==================== csa_tree_pipe
Fig. 1: csa_tree_pipe, routed metal, one color a layer
Only two layers are drawn.
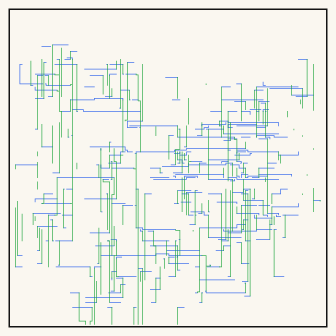
Fig. 2: csa_tree_pipe, the clock network
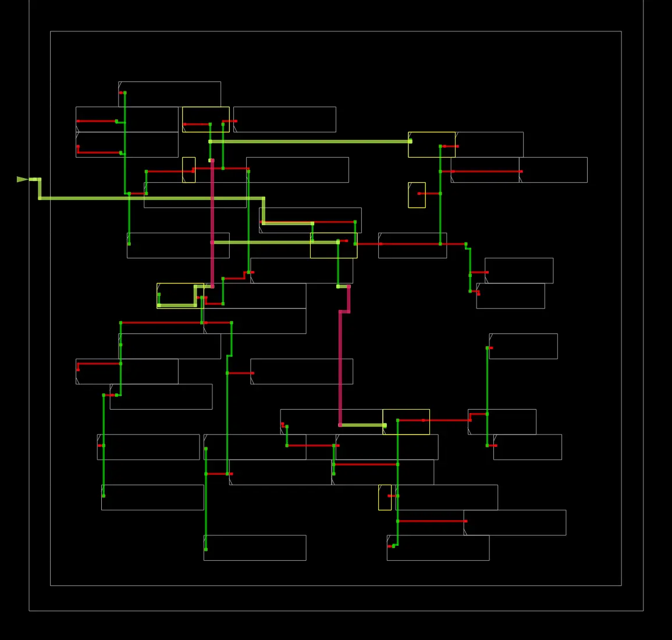
**src/rtl/csa_pkg.sv**
```systemverilog
// csa_pkg: level schedule and width helpers for the
// pipelined carry-save adder tree.
package csa_pkg;

  function automatic int csa_levels(int n);
    int l;
    l = 0;
    while (n > 2) begin
      n -= n / 3;
      l++;
    end
    return l;
  endfunction

  // operand count entering level l
  function automatic int csa_cnt(int n, int l);
    for (int i = 0; i < l; i++) n -= n / 3;
    return n;
  endfunction

  function automatic int csa_out_w(int w, int n, int acc);
    return w + $clog2(n) + acc;
  endfunction

endpackage

```
**src/rtl/csa_row.sv**
```systemverilog
// csa_row: one 3:2 carry-save row built from
// full_adder cells, x+y+z -> s + (c << 1).
module full_adder (
  input  logic a,
  input  logic b,
  input  logic ci,
  output logic s,
  output logic co
);
  assign s  = a ^ b ^ ci;
  assign co = (a & b) | (a & ci) | (b & ci);
endmodule

module csa_row #(
  parameter int WD = 4
) (
  input  logic [WD-1:0] x,
  input  logic [WD-1:0] y,
  input  logic [WD-1:0] z,
  output logic [WD-1:0] s,
  output logic [WD-1:0] c
);
  for (genvar b = 0; b < WD; b++) begin : g_fa
    full_adder u_fa (
      .a (x[b]),
      .b (y[b]),
      .ci(z[b]),
      .s (s[b]),
      .co(c[b])
    );
  end
endmodule

```
**src/rtl/csa_tree_pipe.sv**
```systemverilog
// csa_tree_pipe: pipelined N-operand CSA tree with CPA,
// valid/ready stall and optional group accumulation.
module csa_tree_pipe
  import csa_pkg::*;
#(
  parameter int N        = 4,
  parameter int W        = 4,
  parameter int SIGNED   = 0,
  parameter int ACC_BITS = 0,
  localparam int OW      = csa_out_w(W, N, ACC_BITS)
) (
  input  logic          clk,
  input  logic          rst_n,
  input  logic [N*W-1:0] in_data,
  input  logic          in_valid,
  input  logic          in_last,
  output logic          in_ready,
  output logic [OW-1:0] out_sum,
  output logic          out_valid,
  input  logic          out_ready
);

  localparam int L = csa_levels(N);

  logic          en;
  logic [OW-1:0] ext [N];
  logic [OW-1:0] nx  [L][N];
  logic [OW-1:0] stg [L][N];
  logic [L-1:0]  vld;
  logic [L-1:0]  lst;
  logic [OW-1:0] sum;
  logic [OW-1:0] acc_q;

  // whole pipe freezes while the output is held
  assign en       = !(out_valid && !out_ready);
  assign in_ready = en;

  for (genvar k = 0; k < N; k++) begin : g_ext
    if (SIGNED != 0) begin : g_s
      assign ext[k] = {{(OW-W){in_data[k*W+W-1]}},
                       in_data[k*W +: W]};
    end else begin : g_u
      assign ext[k] = {{(OW-W){1'b0}}, in_data[k*W +: W]};
    end
  end

  for (genvar l = 0; l < L; l++) begin : g_lvl
    localparam int NI = csa_cnt(N, l);
    localparam int T  = NI / 3;
    localparam int NO = NI - T;
    logic [OW-1:0] src [N];

    for (genvar k = 0; k < N; k++) begin : g_src
      if (l == 0) begin : g_in
        assign src[k] = ext[k];
      end else begin : g_reg
        assign src[k] = stg[l-1][k];
      end
    end

    for (genvar i = 0; i < T; i++) begin : g_row
      logic [OW-1:0] s;
      logic [OW-1:0] c;
      csa_row #(.WD(OW)) u_row (
        .x(src[3*i]),
        .y(src[3*i+1]),
        .z(src[3*i+2]),
        .s(s),
        .c(c)
      );
      assign nx[l][2*i]   = s;
      assign nx[l][2*i+1] = {c[OW-2:0], 1'b0};
    end

    // leftovers pass straight through
    for (genvar j = 3*T; j < NI; j++) begin : g_pass
      assign nx[l][j-T] = src[j];
    end

    for (genvar j = NO; j < N; j++) begin : g_zero
      assign nx[l][j] = '0;
    end
  end

  always_ff @(posedge clk) begin
    if (!rst_n) begin
      vld <= '0;
      lst <= '0;
    end else if (en) begin
      vld[0] <= in_valid;
      lst[0] <= in_last;
      for (int l = 1; l < L; l++) begin
        vld[l] <= vld[l-1];
        lst[l] <= lst[l-1];
      end
      for (int l = 0; l < L; l++) begin
        for (int k = 0; k < N; k++) begin
          stg[l][k] <= nx[l][k];
        end
      end
    end
  end

  assign sum = stg[L-1][0] + stg[L-1][1];

  always_ff @(posedge clk) begin
    if (!rst_n) begin
      out_valid <= 1'b0;
      out_sum   <= '0;
      acc_q     <= '0;
    end else if (en) begin
      if (ACC_BITS == 0) begin
        out_valid <= vld[L-1];
        if (vld[L-1]) out_sum <= sum;
      end else begin
        out_valid <= vld[L-1] && lst[L-1];
        if (vld[L-1]) begin
          if (lst[L-1]) begin
            out_sum <= acc_q + sum;
            acc_q   <= '0;
          end else begin
            acc_q <= acc_q + sum;
          end
        end
      end
    end
  end

endmodule

```
**config.mk**
```make
export PLATFORM = sky130hd
export DESIGN_NAME = csa_tree_pipe
export DESIGN_NICKNAME = d
export VERILOG_FILES = /design/src/rtl/csa_pkg.sv /design/src/rtl/csa_row.sv /design/src/rtl/csa_tree_pipe.sv
export SDC_FILE = /design/constraint.sdc
export NUM_CORES = 1
export LEC_CHECK = 0
export ABC_CLOCK_PERIOD_IN_PS = 3800
export CAP_MARGIN = 20
export CORE_MARGIN = 2
export CORE_UTILIZATION = 40
export CTS_CLUSTER_DIAMETER = 150
export DETAILED_ROUTE_END_ITERATION = 7
export PLACE_DENSITY = 0.67
export RECOVER_POWER = 50
export SLEW_MARGIN = 20
export SYNTH_ARGS = -nofsm -noshare
export SYNTH_HDL_FRONTEND = slang
export SYNTH_HIERARCHICAL = 1
export SYNTH_SLANG_ARGS = --single-unit
```
**constraint.sdc**
```tcl
create_clock -name clk -period 3.8 [get_ports clk]
set_input_delay 1.14 -clock clk [delete_from_list [all_inputs] [get_ports clk]]
set_output_delay 1.14 -clock clk [all_outputs]
set_load 0.01 [all_outputs]
```
==> flow_metrics.py <==
# Metrics from the implementation run
metrics = {
    "detailed_routing": {
        "routed.top_layer": "met4",
        "wire_per_inst_um": 11.0,
    },
    "layout": {
        "regArea_um2": 961,
        "fin_util_pct": 53.2,
        "final-clk-cell-share_pct": 4.15,
        "antennaDiodeCount": 0,
        "largest_register_ffs": 26,
    },
    "synth": {
        "largest_area_cell": "edfxtp_1",
        "ys_cells": 96,
        "synth-seq-cells": 35,
        "synth_cells": 96,
    },
    "power_and_ir_drop": {
        "sequentialPower_uw": 469,
        "p_seq_share_pct": 57.2,
        "power_frac_comb_pct": 12.6,
    },
    "min_path": {
        "whs_endpoint": "out_sum[1]",
        "whs_path_depth": 2,
    },
    "global_route": {
        "top_usage_layer": "met2",
        "gr-total-overflow": 0,
    },
    "setup_path": {
        "r2r_cells": 7,
        "cp.buffers_inverters": 2,
        "r2r_start": "stg[1][4]",
    },
    "placement": {
        "place_congestion": 0.737,
        "pre_cts_slack_ns": 0.352,
    },
    "final_timing": {
        "fmax_mhz": 284,
    },
    "floorplanning": {
        "io_pins": 29,
    },
    "outcome": {
        "status": "finished, final reports clean",
    },
}
Notes on Fig. 1 above:
legend:
  blue:
    layer: met1
    wire_length: 774 µm
  green:
    layer: met2
    wire_length: 1070 µm

Notes on Fig. 2 above:
Clock Sinks: 35
worst clock skew: 0.00317 ns
# clk buffers: 7


==================== gate_bist_ctrl
Fig. 3: gate_bist_ctrl, sequential cells colored by netlist name
Scale bar: 20 µm. Other sequential cells in the stronger gray, the rest of the logic in the fainter gray.
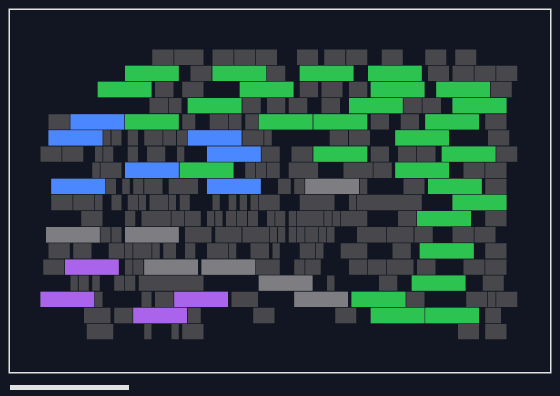
Fig. 4: gate_bist_ctrl, routed metal, one color a layer
Only two layers are drawn.
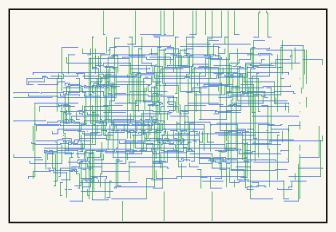
Fig. 5: gate_bist_ctrl, close-up of the layout
Region (3, 21) to (43, 61) µm. Cells in gray, sequential cells in the stronger gray; small squares are vias.
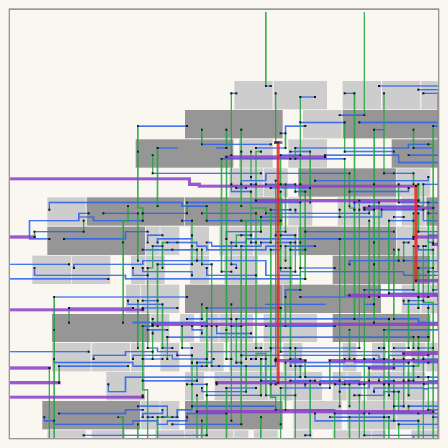
--- config.mk ---
export PLATFORM = sky130hd
export DESIGN_NAME = gate_bist_ctrl
export DESIGN_NICKNAME = d
export VERILOG_FILES = /design/src/rtl/gate_bist_ctrl.sv
export SDC_FILE = /design/constraint.sdc
export NUM_CORES = 1
export LEC_CHECK = 0
export CAP_MARGIN = 20
export CORE_AREA = 5 5 86 56
export CTS_BUF_LIST = sky130_fd_sc_hd__clkbuf_8
export DETAILED_ROUTE_END_ITERATION = 16
export DIE_AREA = 0 0 91 61
export PLACE_DENSITY = 0.86
export REMOVE_ABC_BUFFERS = 1
export SETUP_SLACK_MARGIN = 0.15
export SYNTH_ARGS = -nofsm -noshare
export SYNTH_HDL_FRONTEND = slang
export SYNTH_SLANG_ARGS = --single-unit
--- constraint.sdc ---
create_clock -name clk -period 4.5 [get_ports clk]
set_input_delay 1.125 -clock clk [delete_from_list [all_inputs] [get_ports clk]]
set_output_delay 1.125 -clock clk [all_outputs]
set_load 0.05 [all_outputs]
--- src/rtl/gate_bist_ctrl.sv ---
// Self-test sequencer for the two-input logic-gate unit: walks A/B through all four
// vectors, captures the seven gate outputs per vector and compares against the golden table.
module gate_bist_ctrl #(
  parameter int unsigned SETTLE_CYCLES = 2
) (
  input  logic        clk,
  input  logic        rst,
  input  logic        start,
  input  logic [6:0]  gate_in,
  output logic        drv_a,
  output logic        drv_b,
  output logic        busy,
  output logic        done,
  output logic        pass,
  output logic [6:0]  fail_mask,
  output logic [27:0] truth_table
);
  typedef enum logic [1:0] {IDLE, SETTLE, SAMPLE, DONE} state_t;

  localparam logic [3:0] RELOAD = 4'(SETTLE_CYCLES - 1);

  state_t     state;
  logic [1:0] vec;
  logic [3:0] cnt;
  logic [6:0] mask_next;

  // Expected {xnor, xor, nor, nand, or, and, not} for A=v[1], B=v[0].
  function automatic logic [6:0] golden(input logic [1:0] v);
    case (v)
      2'd0:    golden = 7'h59;
      2'd1:    golden = 7'h2D;
      2'd2:    golden = 7'h2C;
      default: golden = 7'h46;
    endcase
  endfunction

  assign mask_next = fail_mask | (gate_in ^ golden(vec));

  always_ff @(posedge clk or posedge rst) begin
    if (rst) begin
      state       <= IDLE;
      vec         <= 2'd0;
      cnt         <= 4'd0;
      drv_a       <= 1'b0;
      drv_b       <= 1'b0;
      busy        <= 1'b0;
      done        <= 1'b0;
      pass        <= 1'b0;
      fail_mask   <= 7'd0;
      truth_table <= 28'd0;
    end else begin
      case (state)
        IDLE: begin
          if (start) begin
            state       <= SETTLE;
            vec         <= 2'd0;
            drv_a       <= 1'b0;
            drv_b       <= 1'b0;
            fail_mask   <= 7'd0;
            truth_table <= 28'd0;
            pass        <= 1'b0;
            busy        <= 1'b1;
            cnt         <= RELOAD;
          end
        end
        SETTLE: begin
          if (cnt == 4'd0) state <= SAMPLE;
          else             cnt   <= cnt - 4'd1;
        end
        SAMPLE: begin
          truth_table[7*int'(vec) +: 7] <= gate_in;
          fail_mask                     <= mask_next;
          if (vec == 2'd3) begin
            // Drive is left at 11 and held through IDLE.
            state <= DONE;
            done  <= 1'b1;
            pass  <= (mask_next == 7'd0);
          end else begin
            vec            <= vec + 2'd1;
            {drv_a, drv_b} <= vec + 2'd1;
            cnt            <= RELOAD;
            state          <= SETTLE;
          end
        end
        DONE: begin
          done  <= 1'b0;
          busy  <= 1'b0;
          state <= IDLE;
        end
        default: state <= IDLE;
      endcase
    end
  end
endmodule

==> flow_metrics.py <==
# Metrics from the implementation run
metrics = {
    "final_timing": {
        "whs_ns": 0.501,
        "rsz0062_at_grt": "no",
        "post-route-min-period_ns": 2.81,
        "skew_ns": 0.00168,
    },
    "setup_path": {
        "cp.buffers_inverters": 1,
        "cp_data_required_time_ns": 3.38,
        "endpoint_kind": "output port",
        "worstPathArrival_ns": 1.69,
        "crit_slowest_cell": "clkdlybuf4s50_1",
        "critical_path_class": "flip-flop to output port",
    },
    "clock_network": {
        "clkSlewWorstSetupHoldPaths_ns": 0.08,
        "cts_tree": "built",
        "cts_buffer_depth": 2,
    },
    "detailed_routing": {
        "drt-pass1-iter-count": 4,
        "route.met2.wl_mm": 2.19,
        "detail_route.iter0.violations": 94,
        "wl_met3_um": 449,
    },
    "layout": {
        "multiInputCombCellCount": 127,
        "regArea_um2": 1150,
        "drive_above_1_share_pct": 5.42,
        "area_delta_synth_final_pct": 31.8,
        "n_all_inverters": 9,
        "top_register": "truth_table",
        "seq_area_share_pct": 41.6,
        "final_area_um2": 2770,
    },
    "power_and_ir_drop": {
        "top_power_group": "combinational logic",
        "p_per_area_nw_per_um2": 597,
        "p_clk_uw": 375,
    },
    "synth": {
        "ys_types": 32,
        "top_cells_by_count": "46 x dfrtp_1, 29 x a22o_1, 17 x nand2_1",
        "ys_area_um2": 2100,
        "largest_area_cell": "dfrtp_1",
        "synth_cells": 190,
        "top_area_share_pct": 54.8,
        "ys_seq_share_pct": 54.8,
    },
    "outcome": {
        "status": "finished, final reports clean",
    },
    "floorplanning": {
        "chipArea_um2": 5550,
    },
    "global_route": {
        "gr-total-overflow": 0,
        "antenna_found_initial": 0,
        "grt_pass1_wl_mm": 8.38,
    },
    "placement": {
        "dp.cells": 282,
    },
    "min_path": {
        "whs_path_depth": 2,
    },
}
Notes on Fig. 3 above:
legend:
  blue:
    netlist_name: fail_mask
    placed_flops: 7
  purple:
    netlist_name: cnt
    placed_flops: 4
    where: south-west
  green:
    netlist_name: truth_table
    placed_flops: 28
not colored: 7

Notes on Fig. 4 above:
legend:
  green:
    layer: met2
    wire_length: 2190 µm
  blue:
    layer: met1
    wire_length: 2570 µm

Notes on Fig. 5 above:
legend:
  red:
    layer: met4
  purple:
    layer: met3
  blue:
    layer: met1
  green:
    layer: met2
netlist names of flops here include: fail_mask (7), truth_table (6)
sequential cells in the window: 15
most frequent: dfrtp_1 (15), a21oi_1 (11), clkdlybuf4s50_1 (11)
cells with their middle in the window: 81



==> layout pictures side by side <==
Nets reached from selected ports.
Scale bar: 20 µm.
panel A
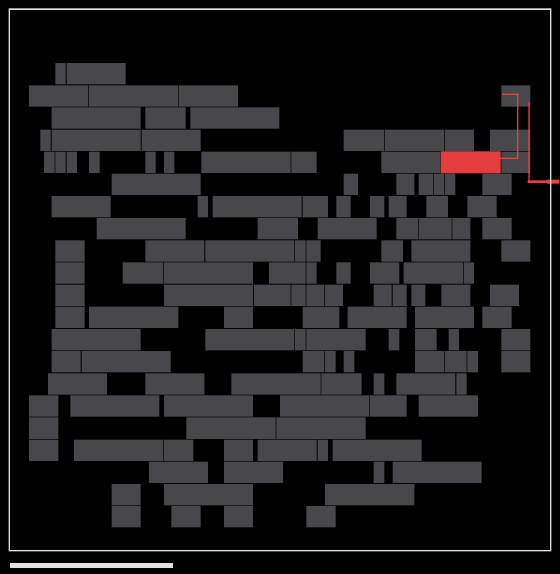
panel B
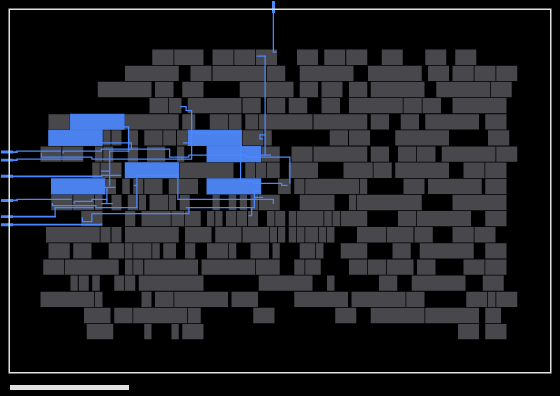
csa_tree_pipe: panel A
gate_bist_ctrl: panel B
Of these, largest die: panel B
Of these, most cells: panel B

